# ---- design 1 ----
Fig. 1: design 1, the metal 1 layer
Supply wires on this layer in gray. Cells faint in the background.
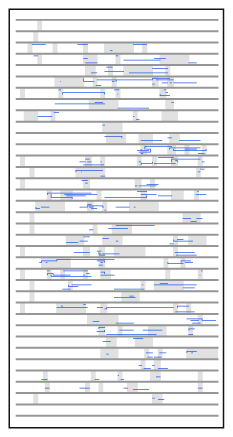

--- config.mk ---
export PLATFORM = sky130hd
export DESIGN_NAME = otter_wrapper
export DESIGN_NICKNAME = d
export VERILOG_FILES = /design/src/rtl/otter_io_pkg.sv /design/src/rtl/OTTER_MCU.sv /design/src/rtl/sseg_driver.sv /design/src/rtl/otter_wrapper.sv
export SDC_FILE = /design/constraint.sdc
export NUM_CORES = 1
export LEC_CHECK = 0
export ABC_AREA = 1
export CAP_MARGIN = 20
export CELL_PAD_IN_SITES_DETAIL_PLACEMENT = 2
export CELL_PAD_IN_SITES_GLOBAL_PLACEMENT = 2
export CORE_ASPECT_RATIO = 2
export CORE_MARGIN = 1
export CORE_UTILIZATION = 18
export DETAILED_ROUTE_END_ITERATION = 7
export PLACE_DENSITY_LB_ADDON = 0.1
export SKIP_LAST_GASP = 1
export SLEW_MARGIN = 20
export SYNTH_ARGS = -nofsm -noshare
export SYNTH_HDL_FRONTEND = slang
export SYNTH_SLANG_ARGS = --single-unit
--- constraint.sdc ---
create_clock -name CLK -period 1.3 [get_ports CLK]
set_input_delay 0.195 -clock CLK [delete_from_list [all_inputs] [get_ports CLK]]
set_output_delay 0.195 -clock CLK [all_outputs]
set_load 0.02 [all_outputs]
--- src/rtl/otter_io_pkg.sv ---
// Shared definitions for the OTTER board I/O glue.
// Holds the memory-mapped I/O addresses, the SPI control/status bit positions,
// the digit index type and the active-low seven-segment hex decoder.
package otter_io_pkg;

    localparam logic [31:0] ADDR_SWITCHES = 32'h1100_0000;
    localparam logic [31:0] ADDR_BUTTONS  = 32'h1100_0004;
    localparam logic [31:0] ADDR_LEDS     = 32'h1108_0000;
    localparam logic [31:0] ADDR_SSEG     = 32'h110C_0000;
    localparam logic [31:0] ADDR_SPI_DATA = 32'h1110_0000;
    localparam logic [31:0] ADDR_SPI_CTRL = 32'h1110_0004;

    localparam int SPI_CTRL_SD_CS  = 0;
    localparam int SPI_CTRL_TFT_CS = 1;
    localparam int SPI_CTRL_TFT_DC = 2;
    localparam int SPI_STAT_BUSY   = 31;

    typedef logic [1:0] digit_idx_t;

    // Segment order {dp,g,f,e,d,c,b,a}, active-low; decimal point always off.
    function automatic logic [7:0] sseg_decode(input logic [3:0] nibble);
        logic [7:0] seg;
        case (nibble)
            4'h0: seg = 8'hC0;
            4'h1: seg = 8'hF9;
            4'h2: seg = 8'hA4;
            4'h3: seg = 8'hB0;
            4'h4: seg = 8'h99;
            4'h5: seg = 8'h92;
            4'h6: seg = 8'h82;
            4'h7: seg = 8'hF8;
            4'h8: seg = 8'h80;
            4'h9: seg = 8'h90;
            4'hA: seg = 8'h88;
            4'hB: seg = 8'h83;
            4'hC: seg = 8'hC6;
            4'hD: seg = 8'hA1;
            4'hE: seg = 8'h86;
            default: seg = 8'h8E;
        endcase
        return seg;
    endfunction

endpackage

--- src/rtl/OTTER_MCU.sv ---
// Minimal stand-in model of the external pipelined OTTER RV32 core for builds
// that do not include the real core sources. It keeps the I/O bus idle.
// Ports: CLK, RST (sync, active-high), INTR_TIMER/INTR_EXT interrupt levels,
// IOBUS_IN read data, IOBUS_ADDR/IOBUS_OUT/IOBUS_WR bus master outputs.
module OTTER_MCU (
    input  logic        CLK,
    input  logic        RST,
    input  logic        INTR_TIMER,
    input  logic        INTR_EXT,
    input  logic [31:0] IOBUS_IN,
    output logic [31:0] IOBUS_ADDR,
    output logic [31:0] IOBUS_OUT,
    output logic        IOBUS_WR
);

    logic unused_inputs;
    assign unused_inputs = ^{INTR_TIMER, INTR_EXT, IOBUS_IN};

    always_ff @(posedge CLK) begin
        if (RST) begin
            IOBUS_ADDR <= '0;
            IOBUS_OUT  <= '0;
            IOBUS_WR   <= 1'b0;
        end
    end

endmodule

--- src/rtl/sseg_driver.sv ---
// Four-digit multiplexed seven-segment driver.
// Ports: clk, rst (sync, active-high), value[15:0] shown as four hex digits,
// anodes[3:0] active-low digit enables (bit 0 = least significant nibble),
// cathodes[7:0] active-low segments {dp,g,f,e,d,c,b,a}.
module sseg_driver
    import otter_io_pkg::*;
#(
    parameter int REFRESH_BITS = 4
) (
    input  logic        clk,
    input  logic        rst,
    input  logic [15:0] value,
    output logic [3:0]  anodes,
    output logic [7:0]  cathodes
);

    logic [REFRESH_BITS-1:0] refresh_cnt;
    digit_idx_t              digit;

    // Down-counter over 2^REFRESH_BITS cycles; the digit advances on terminal count.
    always_ff @(posedge clk) begin
        if (rst) begin
            refresh_cnt <= '1;
            digit       <= '0;
        end else if (refresh_cnt == '0) begin
            refresh_cnt <= '1;
            digit       <= digit + 1'b1;
        end else begin
            refresh_cnt <= refresh_cnt - 1'b1;
        end
    end

    assign anodes   = ~(4'b0001 << digit);
    assign cathodes = sseg_decode(value[{digit, 2'b00} +: 4]);

endmodule

--- src/rtl/otter_wrapper.sv ---
// Board wrapper for the OTTER core: memory-mapped I/O glue for switches,
// buttons, LEDs, seven-segment display, an 8-bit mode-0 SPI master and the
// interrupt inputs.
// Ports: CLK, BTNC (sync active-high reset), SCLK (SPI bit-rate reference),
// BTNL (button/interrupt), timer_int, m_ext_int, SWITCHES[15:0], LEDS[15:0],
// CATHODES[7:0], ANODES[3:0], SPI_SDI, SPI_SCLK, SPI_SDO, SPI_SD_CS,
// SPI_TFT_CS, TFT_DC.
module otter_wrapper
    import otter_io_pkg::*;
#(
    parameter int DEBOUNCE_CYCLES = 4,
    parameter int REFRESH_BITS    = 4
) (
    input  logic        CLK,
    input  logic        BTNC,
    input  logic        SCLK,
    input  logic        BTNL,
    input  logic        timer_int,
    input  logic        m_ext_int,
    input  logic [15:0] SWITCHES,
    output logic [15:0] LEDS,
    output logic [7:0]  CATHODES,
    output logic [3:0]  ANODES,
    input  logic        SPI_SDI,
    output logic        SPI_SCLK,
    output logic        SPI_SDO,
    output logic        SPI_SD_CS,
    output logic        SPI_TFT_CS,
    output logic        TFT_DC
);

    localparam int              DB_W    = $clog2(DEBOUNCE_CYCLES + 1);
    localparam logic [DB_W-1:0] DB_LOAD = DB_W'(DEBOUNCE_CYCLES - 1);

    logic [31:0] io_addr;
    logic [31:0] io_out;
    logic [31:0] io_in;
    logic        io_wr;
    logic        intr_ext;

    OTTER_MCU u_core (
        .CLK        (CLK),
        .RST        (BTNC),
        .INTR_TIMER (timer_int),
        .INTR_EXT   (intr_ext),
        .IOBUS_IN   (io_in),
        .IOBUS_ADDR (io_addr),
        .IOBUS_OUT  (io_out),
        .IOBUS_WR   (io_wr)
    );

    logic unused_bus;
    assign unused_bus = ^io_out[31:16];

    // Button debounce: a level is accepted after DEBOUNCE_CYCLES consecutive
    // samples that differ from the current debounced value.
    logic            btnl_meta, btnl_sync, btnl_db, btnl_db_d, btnl_pulse;
    logic [DB_W-1:0] db_cnt;

    always_ff @(posedge CLK) begin
        if (BTNC) begin
            btnl_meta  <= 1'b0;
            btnl_sync  <= 1'b0;
            btnl_db    <= 1'b0;
            btnl_db_d  <= 1'b0;
            btnl_pulse <= 1'b0;
            db_cnt     <= DB_LOAD;
        end else begin
            btnl_meta  <= BTNL;
            btnl_sync  <= btnl_meta;
            btnl_db_d  <= btnl_db;
            btnl_pulse <= btnl_db & ~btnl_db_d;
            if (btnl_sync == btnl_db) begin
                db_cnt <= DB_LOAD;
            end else if (db_cnt == '0) begin
                btnl_db <= btnl_sync;
                db_cnt  <= DB_LOAD;
            end else begin
                db_cnt <= db_cnt - 1'b1;
            end
        end
    end

    assign intr_ext = m_ext_int | btnl_pulse;

    logic [15:0] led_q;
    logic [15:0] sseg_q;
    logic [2:0]  spi_ctrl;

    always_ff @(posedge CLK) begin
        if (BTNC) begin
            led_q    <= '0;
            sseg_q   <= '0;
            spi_ctrl <= '0;
        end else if (io_wr) begin
            case (io_addr)
                ADDR_LEDS:     led_q    <= io_out[15:0];
                ADDR_SSEG:     sseg_q   <= io_out[15:0];
                ADDR_SPI_CTRL: spi_ctrl <= io_out[SPI_CTRL_TFT_DC:SPI_CTRL_SD_CS];
                default: ;
            endcase
        end
    end

    // SPI master: each rising edge of the synchronized SCLK reference toggles
    // SPI_SCLK. MISO is shifted in when SPI_SCLK rises; MOSI shifts when it
    // falls, and the eighth falling edge ends the byte.
    logic       sclk_meta, sclk_sync, sclk_prev, spi_tick;
    logic       spi_busy, spi_sclk_q, spi_data_wr;
    logic [7:0] spi_tx, spi_rx, spi_rx_last;
    logic [2:0] spi_bits;

    assign spi_tick    = sclk_sync & ~sclk_prev;
    assign spi_data_wr = io_wr && (io_addr == ADDR_SPI_DATA);

    always_ff @(posedge CLK) begin
        if (BTNC) begin
            sclk_meta   <= 1'b0;
            sclk_sync   <= 1'b0;
            sclk_prev   <= 1'b0;
            spi_busy    <= 1'b0;
            spi_sclk_q  <= 1'b0;
            spi_tx      <= '0;
            spi_rx      <= '0;
            spi_rx_last <= '0;
            spi_bits    <= '0;
        end else begin
            sclk_meta <= SCLK;
            sclk_sync <= sclk_meta;
            sclk_prev <= sclk_sync;
            if (!spi_busy) begin
                if (spi_data_wr) begin
                    spi_busy   <= 1'b1;
                    spi_sclk_q <= 1'b0;
                    spi_tx     <= io_out[7:0];
                    spi_bits   <= 3'd7;
                end
            end else if (spi_tick) begin
                if (!spi_sclk_q) begin
                    spi_sclk_q <= 1'b1;
                    spi_rx     <= {spi_rx[6:0], SPI_SDI};
                end else begin
                    spi_sclk_q <= 1'b0;
                    spi_tx     <= {spi_tx[6:0], 1'b0};
                    if (spi_bits == '0) begin
                        spi_busy    <= 1'b0;
                        spi_rx_last <= spi_rx;
                    end else begin
                        spi_bits <= spi_bits - 1'b1;
                    end
                end
            end
        end
    end

    always_comb begin
        io_in = '0;
        case (io_addr)
            ADDR_SWITCHES: io_in = {16'b0, SWITCHES};
            ADDR_BUTTONS:  io_in = {30'b0, btnl_db, BTNC};
            ADDR_LEDS:     io_in = {16'b0, led_q};
            ADDR_SSEG:     io_in = {16'b0, sseg_q};
            ADDR_SPI_DATA: io_in = {24'b0, spi_rx_last};
            ADDR_SPI_CTRL: begin
                io_in[SPI_STAT_BUSY]                   = spi_busy;
                io_in[SPI_CTRL_TFT_DC:SPI_CTRL_SD_CS] = spi_ctrl;
            end
            default: ;
        endcase
    end

    assign LEDS       = led_q;
    assign SPI_SCLK   = spi_sclk_q;
    assign SPI_SDO    = spi_tx[7];
    assign SPI_SD_CS  = ~spi_ctrl[SPI_CTRL_SD_CS];
    assign SPI_TFT_CS = ~spi_ctrl[SPI_CTRL_TFT_CS];
    assign TFT_DC     = spi_ctrl[SPI_CTRL_TFT_DC];

    sseg_driver #(
        .REFRESH_BITS (REFRESH_BITS)
    ) u_sseg (
        .clk      (CLK),
        .rst      (BTNC),
        .value    (sseg_q),
        .anodes   (ANODES),
        .cathodes (CATHODES)
    );

endmodule

# ---- design 2 ----
$ cat config.mk
export PLATFORM = sky130hd
export DESIGN_NAME = seq_divmod
export DESIGN_NICKNAME = d
export VERILOG_FILES = /design/src/rtl/seq_divmod.sv
export SDC_FILE = /design/constraint.sdc
export NUM_CORES = 1
export LEC_CHECK = 0
export CORE_AREA = 3 3 140 142
export CTS_BUF_LIST = sky130_fd_sc_hd__clkbuf_4
export DETAILED_ROUTE_END_ITERATION = 10
export DIE_AREA = 0 0 143 145
export GPL_TIMING_DRIVEN = 0
export PLACE_DENSITY_LB_ADDON = 0.1
export SLEW_MARGIN = 40
export SYNTH_ARGS = -nofsm -noshare
export SYNTH_HDL_FRONTEND = slang
export SYNTH_SLANG_ARGS = --single-unit
export TNS_END_PERCENT = 5
$ cat constraint.sdc
create_clock -name CLK -period 5.4 [get_ports CLK]
set_clock_uncertainty 0.1 [all_clocks]
set_input_delay 1.08 -clock CLK [delete_from_list [all_inputs] [get_ports CLK]]
set_output_delay 1.08 -clock CLK [all_outputs]
set_load 0.01 [all_outputs]
$ cat src/rtl/seq_divmod.sv
// Iterative unsigned divider/modulo: restoring division, one quotient bit per clock.
// Start/done responder; results hold until the next accepted request.
module seq_divmod #(
  parameter int WIDTH = 32,
  parameter int CNT_W = 6
) (
  input  logic             CLK,
  input  logic             reset,
  input  logic             start,
  input  logic [WIDTH-1:0] a,
  input  logic [WIDTH-1:0] b,
  output logic [WIDTH-1:0] quotient,
  output logic [WIDTH-1:0] remainder,
  output logic             busy,
  output logic             done,
  output logic             div_by_zero
);

  // S_ZERO spends the single cycle between a zero-divisor accept and DONE
  // without raising busy.
  typedef enum logic [1:0] {
    S_IDLE,
    S_CALC,
    S_ZERO,
    S_DONE
  } state_t;

  state_t           state_q, state_d;
  logic [WIDTH-1:0] p_q, p_d;
  logic [WIDTH-1:0] sq_q, sq_d;
  logic [WIDTH-1:0] b_q, b_d;
  logic [WIDTH-1:0] quo_q, quo_d;
  logic [WIDTH-1:0] rem_q, rem_d;
  logic [CNT_W-1:0] cnt_q, cnt_d;
  logic             dbz_q, dbz_d;

  logic             accept;
  logic             last_iter;
  logic [WIDTH:0]   trial;

  assign accept    = start && ((state_q == S_IDLE) || (state_q == S_DONE));
  assign last_iter = (cnt_q == CNT_W'(WIDTH - 1));
  assign trial     = {p_q, sq_q[WIDTH-1]} - {1'b0, b_q};

  always_ff @(posedge CLK or posedge reset) begin
    if (reset) begin
      state_q <= S_IDLE;
    end else begin
      state_q <= state_d;
    end
  end

  always_comb begin
    state_d = state_q;
    case (state_q)
      S_IDLE, S_DONE: begin
        if (accept) begin
          state_d = (b == '0) ? S_ZERO : S_CALC;
        end
      end
      S_CALC: begin
        if (last_iter) begin
          state_d = S_DONE;
        end
      end
      S_ZERO:  state_d = S_DONE;
      default: state_d = S_IDLE;
    endcase
  end

  always_comb begin
    busy = (state_q == S_CALC);
    done = (state_q == S_DONE);
  end

  always_ff @(posedge CLK or posedge reset) begin
    if (reset) begin
      p_q   <= '0;
      sq_q  <= '0;
      b_q   <= '0;
      quo_q <= '0;
      rem_q <= '0;
      cnt_q <= '0;
      dbz_q <= 1'b0;
    end else begin
      p_q   <= p_d;
      sq_q  <= sq_d;
      b_q   <= b_d;
      quo_q <= quo_d;
      rem_q <= rem_d;
      cnt_q <= cnt_d;
      dbz_q <= dbz_d;
    end
  end

  always_comb begin
    p_d   = p_q;
    sq_d  = sq_q;
    b_d   = b_q;
    quo_d = quo_q;
    rem_d = rem_q;
    cnt_d = cnt_q;
    dbz_d = dbz_q;
    if (accept) begin
      // The dividend sits in the shift register; the zero path reads it back as the remainder.
      p_d   = '0;
      sq_d  = a;
      b_d   = b;
      cnt_d = '0;
      dbz_d = 1'b0;
    end else if (state_q == S_CALC) begin
      if (!trial[WIDTH]) begin
        p_d  = trial[WIDTH-1:0];
        sq_d = {sq_q[WIDTH-2:0], 1'b1};
      end else begin
        p_d  = {p_q[WIDTH-2:0], sq_q[WIDTH-1]};
        sq_d = {sq_q[WIDTH-2:0], 1'b0};
      end
      cnt_d = cnt_q + CNT_W'(1);
      if (last_iter) begin
        quo_d = sq_d;
        rem_d = p_d;
      end
    end else if (state_q == S_ZERO) begin
      quo_d = '1;
      rem_d = sq_q;
      dbz_d = 1'b1;
    end
  end

  assign quotient    = quo_q;
  assign remainder   = rem_q;
  assign div_by_zero = dbz_q;

endmodule

# ---- design 3 ----
==> src/rtl/idct_pkg.sv <==
// Shared constants and sizing helpers for the streaming 8-point integer IDCT.
// Cosine constants are round(64*cos(k*pi/16)).
package idct_pkg;

    localparam int C1 = 63;
    localparam int C2 = 59;
    localparam int C3 = 53;
    localparam int C4 = 45;
    localparam int C5 = 36;
    localparam int C6 = 24;
    localparam int C7 = 12;

    // Headroom above the coefficient width so no butterfly stage can wrap.
    localparam int unsigned GuardBits = 10;

    function automatic int unsigned acc_width(input int unsigned cw);
        return cw + GuardBits;
    endfunction

    // Scale back by 2^6 per 1-D pass, a further /2, plus the input fraction.
    function automatic int unsigned round_shift(input int unsigned f);
        return f + 7;
    endfunction

    function automatic longint round_offset(input int unsigned f);
        return longint'(1) << (f + 6);
    endfunction

endpackage

==> src/rtl/idct_round_sat.sv <==
// Half-up rounding, arithmetic right shift and saturation of one IDCT sum
// down to an OW-bit signed sample.
module idct_round_sat
    import idct_pkg::*;
#(
    parameter int unsigned IW = 30,
    parameter int unsigned F  = 8,
    parameter int unsigned OW = 9
) (
    input  logic signed [IW-1:0] din,
    output logic signed [OW-1:0] dout
);

    localparam int unsigned          Sh   = round_shift(F);
    localparam logic signed [IW-1:0] Off  = IW'(round_offset(F));
    localparam logic signed [IW-1:0] MaxV = IW'((longint'(1) << (OW - 1)) - 1);
    localparam logic signed [IW-1:0] MinV = IW'(-(longint'(1) << (OW - 1)));

    logic signed [IW-1:0] sum;
    logic signed [IW-1:0] shifted;

    always_comb begin
        sum     = din + Off;
        shifted = sum >>> Sh;
        if (shifted > MaxV) begin
            dout = MaxV[OW-1:0];
        end else if (shifted < MinV) begin
            dout = MinV[OW-1:0];
        end else begin
            dout = shifted[OW-1:0];
        end
    end

endmodule

==> src/rtl/idct_1d_stream.sv <==
// Streaming 8-point 1-D inverse DCT: even/odd butterfly, 4-stage pipeline under a
// single global enable, valid/ready on both sides and per-block row framing.
module idct_1d_stream
    import idct_pkg::*;
#(
    parameter int unsigned CW = 20,
    parameter int unsigned F  = 8,
    parameter int unsigned OW = 9
) (
    input  logic                 clk,
    input  logic                 rst,
    input  logic                 in_valid,
    output logic                 in_ready,
    input  logic signed [CW-1:0] X0,
    input  logic signed [CW-1:0] X1,
    input  logic signed [CW-1:0] X2,
    input  logic signed [CW-1:0] X3,
    input  logic signed [CW-1:0] X4,
    input  logic signed [CW-1:0] X5,
    input  logic signed [CW-1:0] X6,
    input  logic signed [CW-1:0] X7,
    output logic                 out_valid,
    input  logic                 out_ready,
    output logic signed [OW-1:0] x0,
    output logic signed [OW-1:0] x1,
    output logic signed [OW-1:0] x2,
    output logic signed [OW-1:0] x3,
    output logic signed [OW-1:0] x4,
    output logic signed [OW-1:0] x5,
    output logic signed [OW-1:0] x6,
    output logic signed [OW-1:0] x7,
    output logic [2:0]           out_row,
    output logic                 out_last
);

    localparam int unsigned IW = acc_width(CW);
    typedef logic signed [IW-1:0] acc_t;

    localparam acc_t K1 = acc_t'(C1);
    localparam acc_t K2 = acc_t'(C2);
    localparam acc_t K3 = acc_t'(C3);
    localparam acc_t K4 = acc_t'(C4);
    localparam acc_t K5 = acc_t'(C5);
    localparam acc_t K6 = acc_t'(C6);
    localparam acc_t K7 = acc_t'(C7);

    logic adv;
    acc_t xe   [8];
    acc_t s1_d [8];
    acc_t s2_d [8];
    acc_t s3_d [8];
    acc_t p1_q [8];
    acc_t p2_q [8];
    acc_t p3_q [8];
    logic v1_q, v2_q, v3_q, out_valid_q;
    logic signed [OW-1:0] rs  [8];
    logic signed [OW-1:0] x_q [8];
    logic [2:0] row_q;

    assign xe[0] = acc_t'(X0);
    assign xe[1] = acc_t'(X1);
    assign xe[2] = acc_t'(X2);
    assign xe[3] = acc_t'(X3);
    assign xe[4] = acc_t'(X4);
    assign xe[5] = acc_t'(X5);
    assign xe[6] = acc_t'(X6);
    assign xe[7] = acc_t'(X7);

    // Slots 0..3 carry the even part (a, then e), slots 4..7 the odd terms o0..o3.
    always_comb begin
        s1_d[0] = K4 * (xe[0] + xe[4]);
        s1_d[1] = K4 * (xe[0] - xe[4]);
        s1_d[2] = K2 * xe[2] + K6 * xe[6];
        s1_d[3] = K6 * xe[2] - K2 * xe[6];
        s1_d[4] = K1 * xe[1] + K3 * xe[3] + K5 * xe[5] + K7 * xe[7];
        s1_d[5] = K3 * xe[1] - K7 * xe[3] - K1 * xe[5] - K5 * xe[7];
        s1_d[6] = K5 * xe[1] - K1 * xe[3] + K7 * xe[5] + K3 * xe[7];
        s1_d[7] = K7 * xe[1] - K5 * xe[3] + K3 * xe[5] - K1 * xe[7];

        s2_d[0] = p1_q[0] + p1_q[2];
        s2_d[3] = p1_q[0] - p1_q[2];
        s2_d[1] = p1_q[1] + p1_q[3];
        s2_d[2] = p1_q[1] - p1_q[3];
        for (int i = 4; i < 8; i++) begin
            s2_d[i] = p1_q[i];
        end

        for (int i = 0; i < 4; i++) begin
            s3_d[i]     = p2_q[i] + p2_q[i+4];
            s3_d[7 - i] = p2_q[i] - p2_q[i+4];
        end
    end

    for (genvar i = 0; i < 8; i++) begin : g_rs
        idct_round_sat #(
            .IW(IW),
            .F (F),
            .OW(OW)
        ) u_rs (
            .din (p3_q[i]),
            .dout(rs[i])
        );
    end

    assign adv      = !out_valid_q || out_ready;
    assign in_ready = adv;

    always_ff @(posedge clk) begin
        if (adv) begin
            p1_q <= s1_d;
            p2_q <= s2_d;
            p3_q <= s3_d;
        end
    end

    always_ff @(posedge clk) begin
        if (rst) begin
            v1_q        <= 1'b0;
            v2_q        <= 1'b0;
            v3_q        <= 1'b0;
            out_valid_q <= 1'b0;
            row_q       <= 3'd0;
            for (int i = 0; i < 8; i++) begin
                x_q[i] <= '0;
            end
        end else begin
            if (adv) begin
                v1_q        <= in_valid;
                v2_q        <= v1_q;
                v3_q        <= v2_q;
                out_valid_q <= v3_q;
                if (v3_q) begin
                    x_q <= rs;
                end
            end
            if (out_valid_q && out_ready) begin
                row_q <= row_q + 3'd1;
            end
        end
    end

    assign out_valid = out_valid_q;
    assign out_row   = row_q;
    assign out_last  = out_valid_q && (row_q == 3'd7);
    assign x0 = x_q[0];
    assign x1 = x_q[1];
    assign x2 = x_q[2];
    assign x3 = x_q[3];
    assign x4 = x_q[4];
    assign x5 = x_q[5];
    assign x6 = x_q[6];
    assign x7 = x_q[7];

endmodule

==> config.mk <==
export PLATFORM = sky130hd
export DESIGN_NAME = idct_1d_stream
export DESIGN_NICKNAME = d
export VERILOG_FILES = /design/src/rtl/idct_pkg.sv /design/src/rtl/idct_round_sat.sv /design/src/rtl/idct_1d_stream.sv
export SDC_FILE = /design/constraint.sdc
export NUM_CORES = 2
export LEC_CHECK = 0
export ABC_AREA = 1
export CAP_MARGIN = 10
export CORE_MARGIN = 10
export CORE_UTILIZATION = 55
export DETAILED_ROUTE_END_ITERATION = 10
export PLACE_DENSITY_LB_ADDON = 0.1
export SKIP_LAST_GASP = 1
export SLEW_MARGIN = 0
export SYNTH_ARGS = -nofsm -noshare
export SYNTH_HDL_FRONTEND = slang
export SYNTH_SLANG_ARGS = --single-unit
==> constraint.sdc <==
create_clock -name clk -period 27.9 [get_ports clk]
set_input_delay 6.975 -clock clk [delete_from_list [all_inputs] [get_ports clk]]
set_output_delay 6.975 -clock clk [all_outputs]
set_load 0.01 [all_outputs]
# ---- design 4 ----
### src/rtl/axis_uart_tx_arbiter.sv
// Round-robin arbiter that shares one UART transmitter between several AXI-Stream producers.
// Each grant moves one word into a holding register and waits for tx_done (or a watchdog abort) before the next grant.
module axis_uart_tx_arbiter #(
    parameter int NUM_SRC        = 4,
    parameter int AXI_DATA_WIDTH = 32,
    parameter int TIMEOUT_CYCLES = 65536
) (
    input  logic                              aclk,
    input  logic                              aresetn,
    input  logic [NUM_SRC-1:0]                s_tvalid,
    input  logic [NUM_SRC*AXI_DATA_WIDTH-1:0] s_tdata,
    output logic [NUM_SRC-1:0]                s_tready,
    output logic                              m_tvalid,
    output logic [AXI_DATA_WIDTH-1:0]         m_tdata,
    input  logic                              m_tready,
    input  logic                              tx_done,
    output logic [$clog2(NUM_SRC)-1:0]        grant_id,
    output logic                              busy,
    output logic                              timeout_err
);

    localparam int IDW   = $clog2(NUM_SRC);
    localparam int CNT_W = (TIMEOUT_CYCLES > 0) ? $clog2(TIMEOUT_CYCLES + 1) : 1;

    localparam logic             WD_EN    = (TIMEOUT_CYCLES != 0);
    localparam logic [CNT_W-1:0] CNT_LAST = (TIMEOUT_CYCLES > 0) ? CNT_W'(TIMEOUT_CYCLES - 1) : '0;
    localparam logic [CNT_W-1:0] CNT_MAX  = '1;
    localparam logic [IDW-1:0]   LAST_RST = IDW'(NUM_SRC - 1);

    localparam logic [1:0] ST_IDLE = 2'd0;
    localparam logic [1:0] ST_SEND = 2'd1;
    localparam logic [1:0] ST_WAIT = 2'd2;

    logic [1:0]                state_q, state_d;
    logic [IDW-1:0]            last_grant_q, last_grant_d;
    logic [IDW-1:0]            grant_id_q, grant_id_d;
    logic [NUM_SRC-1:0]        s_tready_q, s_tready_d;
    logic                      m_tvalid_q, m_tvalid_d;
    logic [AXI_DATA_WIDTH-1:0] m_tdata_q, m_tdata_d;
    logic                      busy_q, busy_d;
    logic                      timeout_err_q, timeout_err_d;
    logic [CNT_W-1:0]          wd_cnt_q, wd_cnt_d;

    logic                      any_vld;
    logic [IDW-1:0]            sel;
    logic [NUM_SRC-1:0]        sel_oh;
    logic [AXI_DATA_WIDTH-1:0] sel_data;

    // First requester strictly after 'last', wrapping modulo NUM_SRC; 'last' itself is checked last.
    function automatic logic [IDW-1:0] rr_pick(input logic [NUM_SRC-1:0] req,
                                               input logic [IDW-1:0]     last);
        logic [IDW-1:0] pick;
        logic [IDW-1:0] idx;
        logic           found;
        int             sum;
        pick  = '0;
        found = 1'b0;
        for (int k = 1; k <= NUM_SRC; k++) begin
            sum = int'(last) + k;
            if (sum >= NUM_SRC) begin
                sum = sum - NUM_SRC;
            end
            idx = IDW'(sum);
            if (!found && req[idx]) begin
                found = 1'b1;
                pick  = idx;
            end
        end
        return pick;
    endfunction

    assign any_vld = |s_tvalid;
    assign sel     = rr_pick(s_tvalid, last_grant_q);

    always_comb begin
        sel_oh   = '0;
        sel_data = '0;
        for (int i = 0; i < NUM_SRC; i++) begin
            if (sel == IDW'(i)) begin
                sel_oh[i] = 1'b1;
                sel_data  = s_tdata[i*AXI_DATA_WIDTH +: AXI_DATA_WIDTH];
            end
        end
    end

    always_comb begin
        state_d       = state_q;
        last_grant_d  = last_grant_q;
        grant_id_d    = grant_id_q;
        s_tready_d    = '0;
        m_tvalid_d    = m_tvalid_q;
        m_tdata_d     = m_tdata_q;
        busy_d        = busy_q;
        timeout_err_d = 1'b0;
        wd_cnt_d      = wd_cnt_q;

        case (state_q)
            ST_IDLE: begin
                busy_d     = 1'b0;
                m_tvalid_d = 1'b0;
                if (any_vld) begin
                    grant_id_d = sel;
                    s_tready_d = sel_oh;
                    m_tdata_d  = sel_data;
                    m_tvalid_d = 1'b1;
                    busy_d     = 1'b1;
                    state_d    = ST_SEND;
                end
            end

            ST_SEND: begin
                if (m_tready) begin
                    m_tvalid_d = 1'b0;
                    wd_cnt_d   = '0;
                    state_d    = ST_WAIT;
                end
            end

            ST_WAIT: begin
                if (wd_cnt_q != CNT_MAX) begin
                    wd_cnt_d = wd_cnt_q + 1'b1;
                end
                // tx_done takes precedence over a watchdog expiry in the same cycle.
                if (tx_done) begin
                    last_grant_d = grant_id_q;
                    busy_d       = 1'b0;
                    state_d      = ST_IDLE;
                end else if (WD_EN && (wd_cnt_q == CNT_LAST)) begin
                    timeout_err_d = 1'b1;
                    last_grant_d  = grant_id_q;
                    busy_d        = 1'b0;
                    state_d       = ST_IDLE;
                end
            end

            default: begin
                busy_d     = 1'b0;
                m_tvalid_d = 1'b0;
                state_d    = ST_IDLE;
            end
        endcase
    end

    always_ff @(posedge aclk) begin
        if (!aresetn) begin
            state_q       <= ST_IDLE;
            last_grant_q  <= LAST_RST;
            grant_id_q    <= '0;
            s_tready_q    <= '0;
            m_tvalid_q    <= 1'b0;
            m_tdata_q     <= '0;
            busy_q        <= 1'b0;
            timeout_err_q <= 1'b0;
            wd_cnt_q      <= '0;
        end else begin
            state_q       <= state_d;
            last_grant_q  <= last_grant_d;
            grant_id_q    <= grant_id_d;
            s_tready_q    <= s_tready_d;
            m_tvalid_q    <= m_tvalid_d;
            m_tdata_q     <= m_tdata_d;
            busy_q        <= busy_d;
            timeout_err_q <= timeout_err_d;
            wd_cnt_q      <= wd_cnt_d;
        end
    end

    assign s_tready    = s_tready_q;
    assign m_tvalid    = m_tvalid_q;
    assign m_tdata     = m_tdata_q;
    assign grant_id    = grant_id_q;
    assign busy        = busy_q;
    assign timeout_err = timeout_err_q;

endmodule

### config.mk
export PLATFORM = sky130hd
export DESIGN_NAME = axis_uart_tx_arbiter
export DESIGN_NICKNAME = d
export VERILOG_FILES = /design/src/rtl/axis_uart_tx_arbiter.sv
export SDC_FILE = /design/constraint.sdc
export NUM_CORES = 1
export LEC_CHECK = 0
export ABC_CLOCK_PERIOD_IN_PS = 5680
export CAP_MARGIN = 20
export CORE_ASPECT_RATIO = 1.25
export CORE_MARGIN = 2
export CORE_UTILIZATION = 44
export DETAILED_ROUTE_END_ITERATION = 7
export GPL_ROUTABILITY_DRIVEN = 0
export HOLD_SLACK_MARGIN = 0.15
export PLACE_DENSITY = 0.84
export RECOVER_POWER = 25
export SLEW_MARGIN = 15
export SYNTH_ARGS = -nofsm -noshare
export SYNTH_HDL_FRONTEND = slang
export SYNTH_SLANG_ARGS = --single-unit
### constraint.sdc
create_clock -name aclk -period 5.68 [get_ports aclk]
set_input_delay 1.136 -clock aclk [delete_from_list [all_inputs] [get_ports aclk]]
set_output_delay 1.136 -clock aclk [all_outputs]
set_load 0.05 [all_outputs]
Fig. 2: design 2, clock wiring as the flow saved it
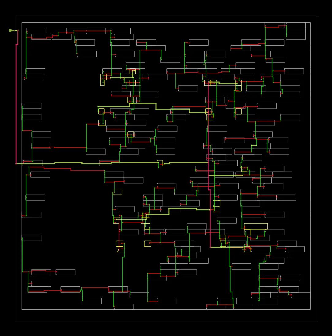
CTS Buf Count: 17
flop count: 169
clk latency late pin: 0.59 ns
clock buffers: 18

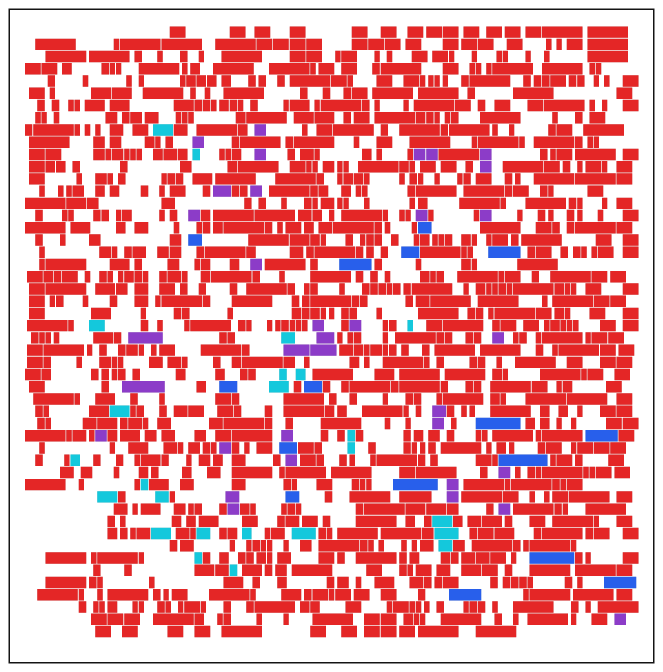
Fig. 3. Cells by drive strength (design 2).
Key: red = _0 and _1 cells [cells 1170, share 94%]; purple = _3 and _4 cells [cells 34, share 2.7%]; blue = _6 and larger [cells 16, share 1.3%]; cyan = _2 cells [cells 24, share 1.9%]
nonclk buf count: 207
Setup WS post-layout: 1.62 ns
post-route cell area: 11500 um2

==> results_dict.tcl, design 2 <==
# metrics dict for downstream scripts
set metrics [dict create \
    cap_violations 0 \
    common_cells "dfrtp_1, o21ai_0, nand2_1" \
    syn-instance-count 1071 \
    routed_wl_um 30600 \
    fill_cells 1692 \
    grt_use_met2 0.463 \
    core_um2 18600 \
    crit_path_end_kind "register" \
    synth.avg_cell_area_um2 8.80 \
    seq_share 0.368 \
    largestClassByArea "combinational gates" \
    first_pass_iters 5 \
    cp.arrival_ns 4.14 \
    clkSlewWorstSetupHoldPaths_ns 0.15 \
    dieArea_um2 20700 \
    postRouteAntennaNets 0 \
    crit_chain "inv_1 -> ha_1 -> inv_1 -> fa_1 -> a211oi_2 -> o21ai_2 -> o2111a_2 -> o311ai_4 -> a21oi_2 -> nor2_4 -> mux2i_1 -> a21oi_1" \
    final_layout_size_suffix_gt1_frac 0.0595 \
    wl_per_cell_um 20.7 \
    critPathKind "register to register" \
    top_layer_used "met4" \
    critical_path_buf_inv_count 2 \
    final_common_cell "dfrtp_1" \
    m1WireLength_um 13200 \
    finalCritPeriodShare 0.701 \
    die_y_um 145 \
    synth-async-reset-ratio 1.00 \
    logic_gate_count 773 \
    htreeDepth 4 \
    final_nets 1335 \
    dp_hpwl_um 24200 \
    whs_ns 0.383 \
    grt_pass1_wl_um 48300 \
    outcome "finished clean" \
    bufAreaShareNonClock 0.156 \
    post_cts_resize_count 0 \
    synth.distinct_cells 68 \
]
design 2: cells by family (layout without fill, tap and decap cells):
kind of cell               Yosys count  count (layout)  synth area share
AOI/OAI and AO/OA                  358             358             0.231
xor gates and xnor gates            30              30            0.0279
adders and majority gates           37              37            0.0499
buffers and inverters              129             302            0.0546
DFF                                169             169             0.449
muxes                               38              38            0.0404
other                                0               1                 0
and+or+nand+nor                    310             310             0.147
design 2: final timing paths:
kind                                          startpoint  cells past startpoint  slack [ns]                        to
worst max-delay path                sq_q[31]$_DFFE_PP0P_                     12        1.62       p_q[20]$_DFFE_PP0P_
min in group asynchronous                          reset                      2        0.67  remainder[6]$_DFFE_PP0P_
worst min-delay path            quotient[10]$_DFFE_PP0P_                      2        0.38  quotient[10]$_DFFE_PP0P_
worst min register to register  quotient[10]$_DFFE_PP0P_                      2        0.38  quotient[10]$_DFFE_PP0P_
max in group asynchronous                          reset                      6        3.58       b_q[31]$_DFFE_PP0P_
worst max register to register      sq_q[31]$_DFFE_PP0P_                     12        1.62       p_q[20]$_DFFE_PP0P_
design 2: state kept, by name, summed over array words and instances (netlist names):
register	count
b_q	32
p_q	32
quotient	32
remainder	32
sq_q	32
cnt_q	6
state_q	2
div_by_zero	1
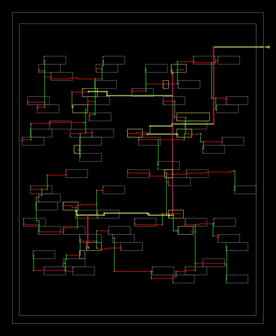
Fig. 4. Clock wiring as the flow saved it (design 4).
clk sinks: 62
Clock Skews: 0.0105 ns

==> results_dict.tcl, design 4 <==
# metrics dict for downstream scripts
set metrics [dict create \
    cp-endpoint "m_tdata[0]$_SDFFE_PN0P_" \
    critPathKind "input pin to register" \
    period_minus_slack_ns 3.59 \
    synth.avg_cell_area_um2 9.22 \
    cts_buffer_depth 2 \
    ys_seq_frac 0.350 \
    floorplanUtilization 0.456 \
    grt_use_met1 0.321 \
    clk_share 0.0321 \
    die_width_um 84.3 \
    num_antenna_cells 0 \
    dp_hpwl_um 9200 \
    top_cells_by_area "dfxtp_1, nand4_1, mux2i_1" \
    cap_violations 0 \
    crit_path_start_kind "input pin" \
    mux_share 0.194 \
    synth_top_area_share 0.350 \
    xor_share 0.0197 \
    critPathLaunch "s_tvalid[0]" \
    synth.distinct_cells 40 \
    grtUsageMet3 0.101 \
    ys_sh_adder 0.0106 \
    signal_buffers 181 \
    drtIter0Drc 224 \
    dr_wl_met3_um 1070 \
    min_from "m_tdata[6]$_SDFFE_PN0P_" \
    routed_wl_um 12400 \
    outcome "finished clean" \
    hold_class "register to register" \
    tightest_slew_ns 1.06 \
    maxClockFrequency_ghz 0.279 \
    warning_count 27 \
    clkSlewWorstSetupHoldPaths_ns 0.07 \
    grt_overflow 0 \
    yosys.area.top_type "dfxtp_1" \
    antenna_found_initial 0 \
    grt_usage 0.278 \
    slew_violations 0 \
    synth-seq-cells 62 \
]
[design 4: worst max-delay path, stage by stage]
cell and delay [ns]:
dlygate4sd3_1 0.61, or4_1 0.61, and2_2 0.57, and3_4 0.48, a221o_1 0.39
[design 4: stage by stage]
step                      hold WS, ns  setup WS [ns]  cells
after floorplan                 0.458           2.88    385
after global placement          0.468           1.87    622
after detailed placement        0.471           1.80    622
after CTS                       0.491           2.15    636
after global routing            0.503           2.01    637
final                           0.482           2.09    637
[design 4: cells in the final DEF, fill, tap and decap left out, types with 2 or more instances in the layout]
cell             count
a21oi_1             13
a221o_1             29
and3b_1              3
buf_4                4
clkbuf_8             9
clkdlybuf4s50_1    159
clkinv_2             3
dfxtp_1             62
dlygate4sd3_1       16
ha_1                 3
inv_1                6
mux2_1               3
mux2_2              26
mux2i_1             36
nand2_1              9
nand2b_1             4
nand3_1             11
nand4_1             60
nor2_1              18
nor2b_1              8
nor3_1               9
nor3b_1              2
o21a_1               3
o21ai_0             10
o221ai_1             3
or3_1                7
xnor2_1              7
[design 4: registers in the layout (all words and copies together) (netlist names)]
signal,count
state_q,2
s_tready,4
wd_cnt_q,17
busy,1
m_tvalid,1
timeout_err,1
grant_id,2
m_tdata,32
last_grant_q,2
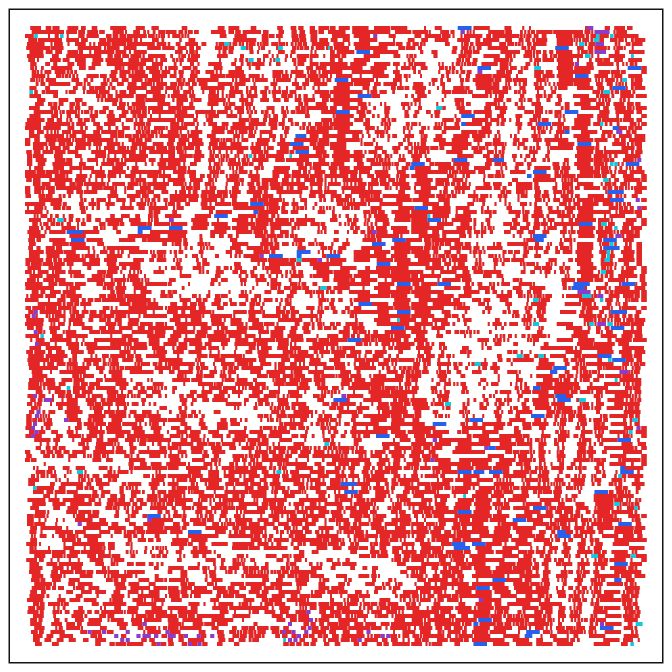
Fig. 5. Cells by drive strength (design 3).
Key: blue = _6 and larger [cells 105, share 0.92%]; cyan = _2 cells [cells 67, share 0.58%]; purple = _3 and _4 cells [cells 78, share 0.68%]; red = _0 and _1 cells [cells 11214, share 98%]
Setup WS post-layout: 11.60 ns
Area Growth Syn to Fin: 7.90%

==> results_dict.tcl, design 3 <==
# metrics dict for downstream scripts
set metrics [dict create \
    outcome "finished clean" \
    hold_end "p2_q[66]$_DFFE_PN_" \
    top_cell "inv_1" \
    r2r_slack_ns 24.40 \
    xor_share 0.0663 \
    slew_violations 0 \
    crit_top_cell "clkdlybuf4s50_1" \
    antenna_found_initial 29 \
    synth.distinct_cells 67 \
    die_y_um 443 \
    dp_hpwl_um 274000 \
    cp.arrival_ns 9.33 \
    synth-compound-area-share 0.101 \
    fin_cells 13800 \
    grt_usage 0.316 \
    final_layout_size_suffix_gt1_frac 0.0218 \
    crit_path_end_kind "output pin" \
    synth_area_um2 98600 \
    finalCritPeriodShare 0.584 \
    tightest_slew_ns 1.13 \
]
design 3: final cells by class:
cell class / count / area (um2) / share of cell area
multi-input cells: 7860 / 69100 / 0.650
flip-flops and latches: 676 / 19500 / 0.183
inverters: 2487 / 9340 / 0.0879
well taps: 2355 / 2950 / 0.0277
repair buffers: 300 / 2880 / 0.0270
clock buffers: 94 / 2040 / 0.0192
clock inverters: 47 / 518 / 0.00487
diodes: 5 / 12.5 / 0.000118
design 3: per-layer routing:
layer	GRT usage	routed length [um]	share of wire	vias up
met5	0.00317	152	0.00048	-
met4	0.119	14000	0.045	12
met3	0.0544	23700	0.076	501
met2	0.495	138000	0.44	2603
met1	0.437	138000	0.44	37500
li1	-	-	-	36300
design 3: metrics by stage:
step	utilization	hold WS (ns)	setup WS, ns	instance area, um2
floorplan	-	0.400	2.25	98600
global placement	0.582	0.401	11.64	104000
detailed placement	0.582	0.405	11.63	104000
CTS	0.597	0.391	11.61	106000
global route	0.597	0.415	11.50	106000
finish	0.597	0.397	11.60	106000
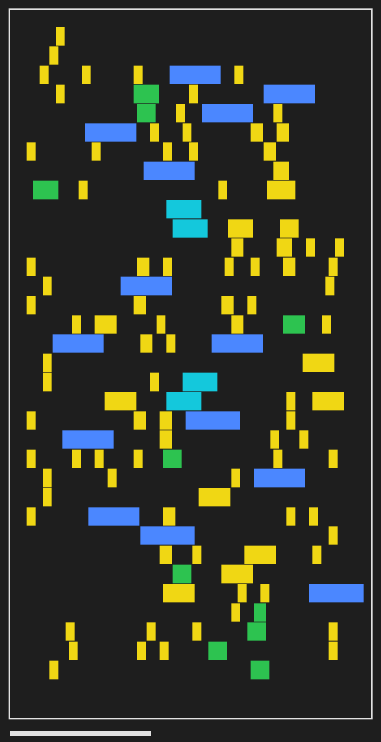
Fig. 6. Placement by cell class (design 1).
Bar = 20 um.
Key: yellow = combinational and other logic [cells 97, share of their area 53%]; blue = sequential cells [cells 14, share of their area 32%]; green = remaining buffers and delay cells [cells 10, share of their area 8.9%]; cyan = clock drivers and dummy loads [cells 4, share of their area 6.2%]
# rows: 35
flop share of the area: 0.296
core area: 4640 um2

Notes on Fig. 1 above:
The layer carries 553 um of wire. The longest straight run is 16.1 um. 108 nets have wire on it. The layer holds 31% of the routed length.
Total Wirelength: 1770 um
met1 usage: 0.0631
via count: 622

==> results_dict.tcl, design 1 <==
# metrics dict for downstream scripts
set metrics [dict create \
    rsz0062_at_grt "yes" \
    required_ns 1.11 \
    outcome "finished clean" \
    first_pass_iters 2 \
    yosys.area.top_type "dfxtp_1" \
    cts_tree "built" \
    dieArea_um2 5130 \
    wl_per_cell_um 9.85 \
    final_common_cell "conb_1" \
    dp_hpwl_um 1510 \
    finalCritPeriodShare 0.960 \
    io_pins 56 \
    critPathLaunch "u_sseg.digit[0]$_SDFFE_PP0N_" \
    tns_ns 0 \
    slew_violations 0 \
    r2r_cells 8 \
]
==> design 1: registers in the layout (all words and copies together) (netlist names) <==
name and cells:
u_sseg.refresh_cnt 4, spi_bits 3, u_sseg.digit 2, SPI_SCLK 1, sclk_meta 1, sclk_prev 1
sclk_sync 1, spi_busy 1
==> design 1: routing by layer <==
metal,GRT usage,vias to the layer above,routed length [um],part of all wire
li1,-,306,-,-
met1,0.0631,296,553,0.31
met2,0.155,16,1100,0.62
met3,0.0182,4,81,0.046
met4,0.0385,0,36,0.020
met5,0,-,0,0
==> design 1: critical path, delay by kind of cell (launching register included) <==
kind | cells | cell delay (ns)
adders and majority gates | 1 | 0.20
DFF | 1 | 0.34
buffers and inverters | 3 | 0.26
==> design 1: repair_timing <==
action / CTS / global route
setup buffers: 0 / 0
cloned: 0 / 0
setup endpoints to repair: 5 / 6
resized: 17 / 6
==> design 1: kinds of logic after synthesis <==
family,after synthesis,share of synthesized area
buf+inv,48,0.329
simple gates,29,0.151
flops,14,0.322
compound gates,13,0.0777
fa+ha+maj,7,0.101
other cells,2,0.00864
xor+xnor,1,0.0101

==> screenshots <==
Routed clock nets over the placement.
Plate I
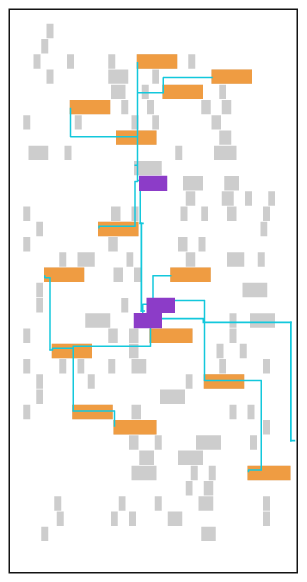
Plate II
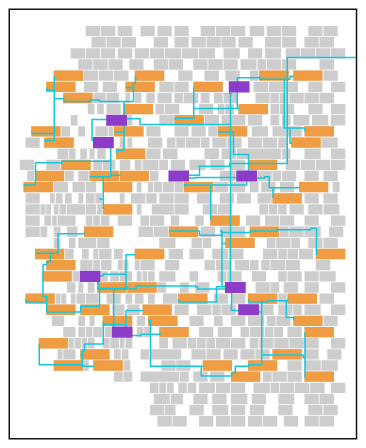
Plate III
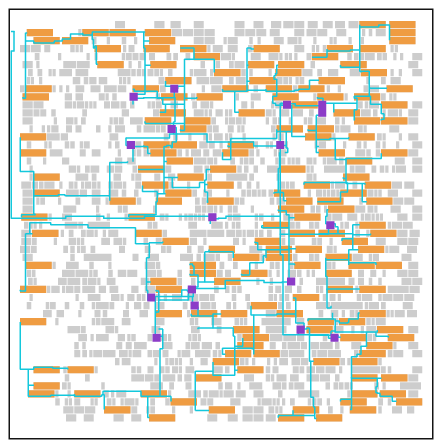
Plate IV
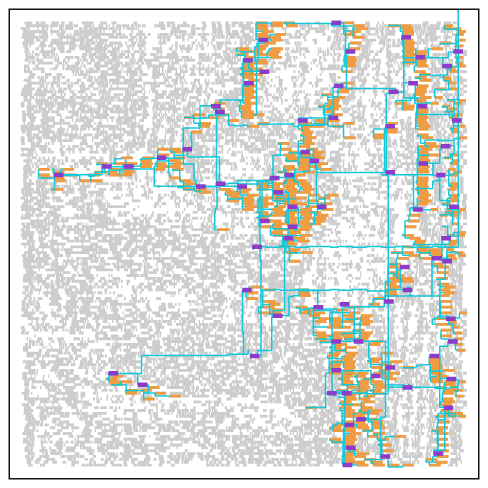
| from | picture |
|---|---|
| design 4 | Plate II |
| design 3 | Plate IV |
| design 1 | Plate I |
| design 2 | Plate III |
Of these, fewest sequential cells: Plate I

Key to Plate IV:
Key: orange = flip-flops [count 676]; cyan = clock wires [length 9230 um]; purple = clock drivers [count 77]
There are 78 routed clock nets.



==> screenshots <==
The metal 1 layer.
Supply wires on this layer in gray. Cells faint in the background.
image #1
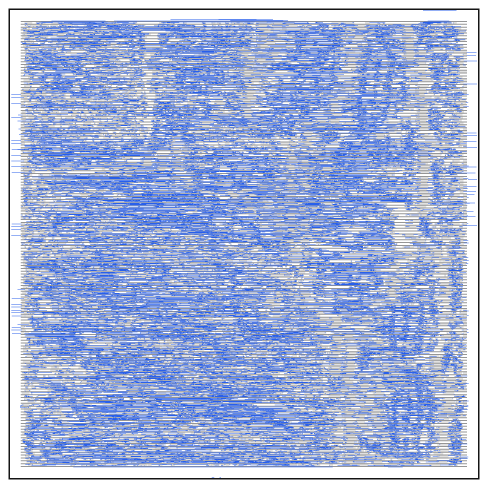
image #2
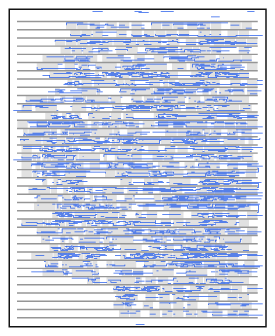
image #3
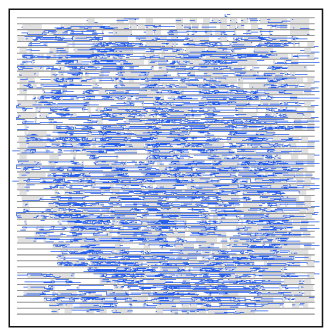
- image #3 = design 2
- image #2 = design 4
- image #1 = design 3

Key to image #2:
614 nets have wire on it. The longest straight run is 38.2 um. The wires run mostly horizontal. The layer holds 39% of the routed length.


## Gallery

Placement by cell class.
shot_01.png
Bar = 50 um.
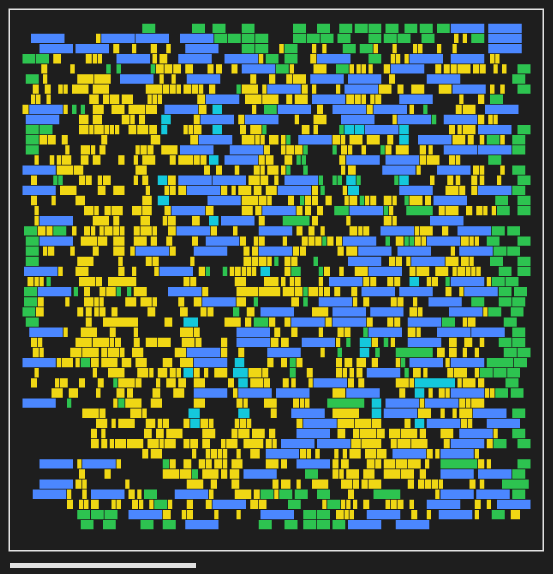
shot_02.png
Bar = 20 um.
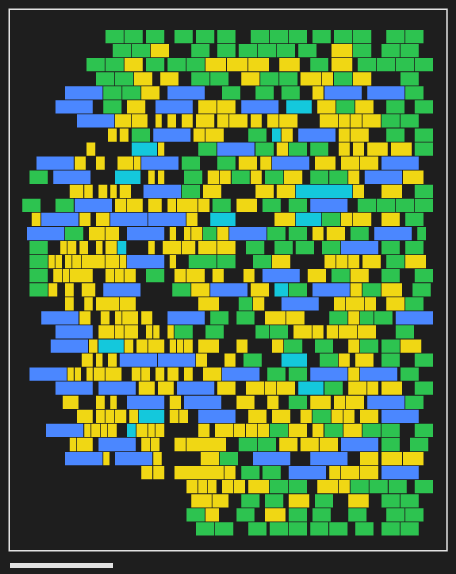
shot_03.png
Bar = 100 um.
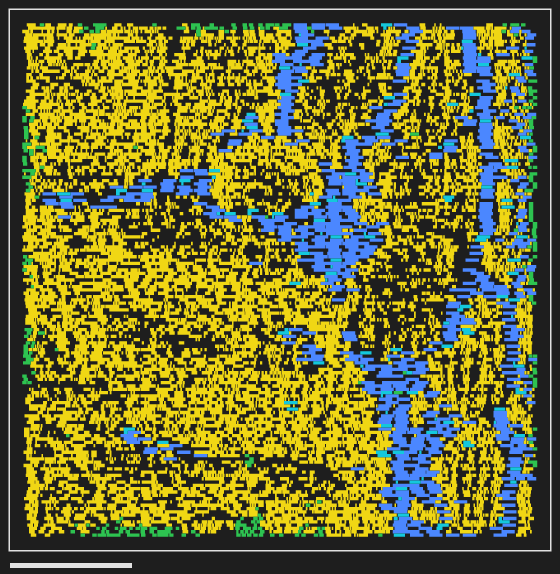
shot_02.png is design 4.
shot_01.png is design 2.
shot_03.png is design 3.
- fewest cells: shot_02.png
- fewest sequential cells: shot_02.png

Key to shot_01.png:
Key: blue = sequential cells [cells 169, share of their area 38%]; yellow = combinational and other logic [cells 836, share of their area 44%]; green = remaining buffers and delay cells [cells 207, share of their area 16%]; cyan = clock drivers and dummy loads [cells 32, share of their area 2.4%]

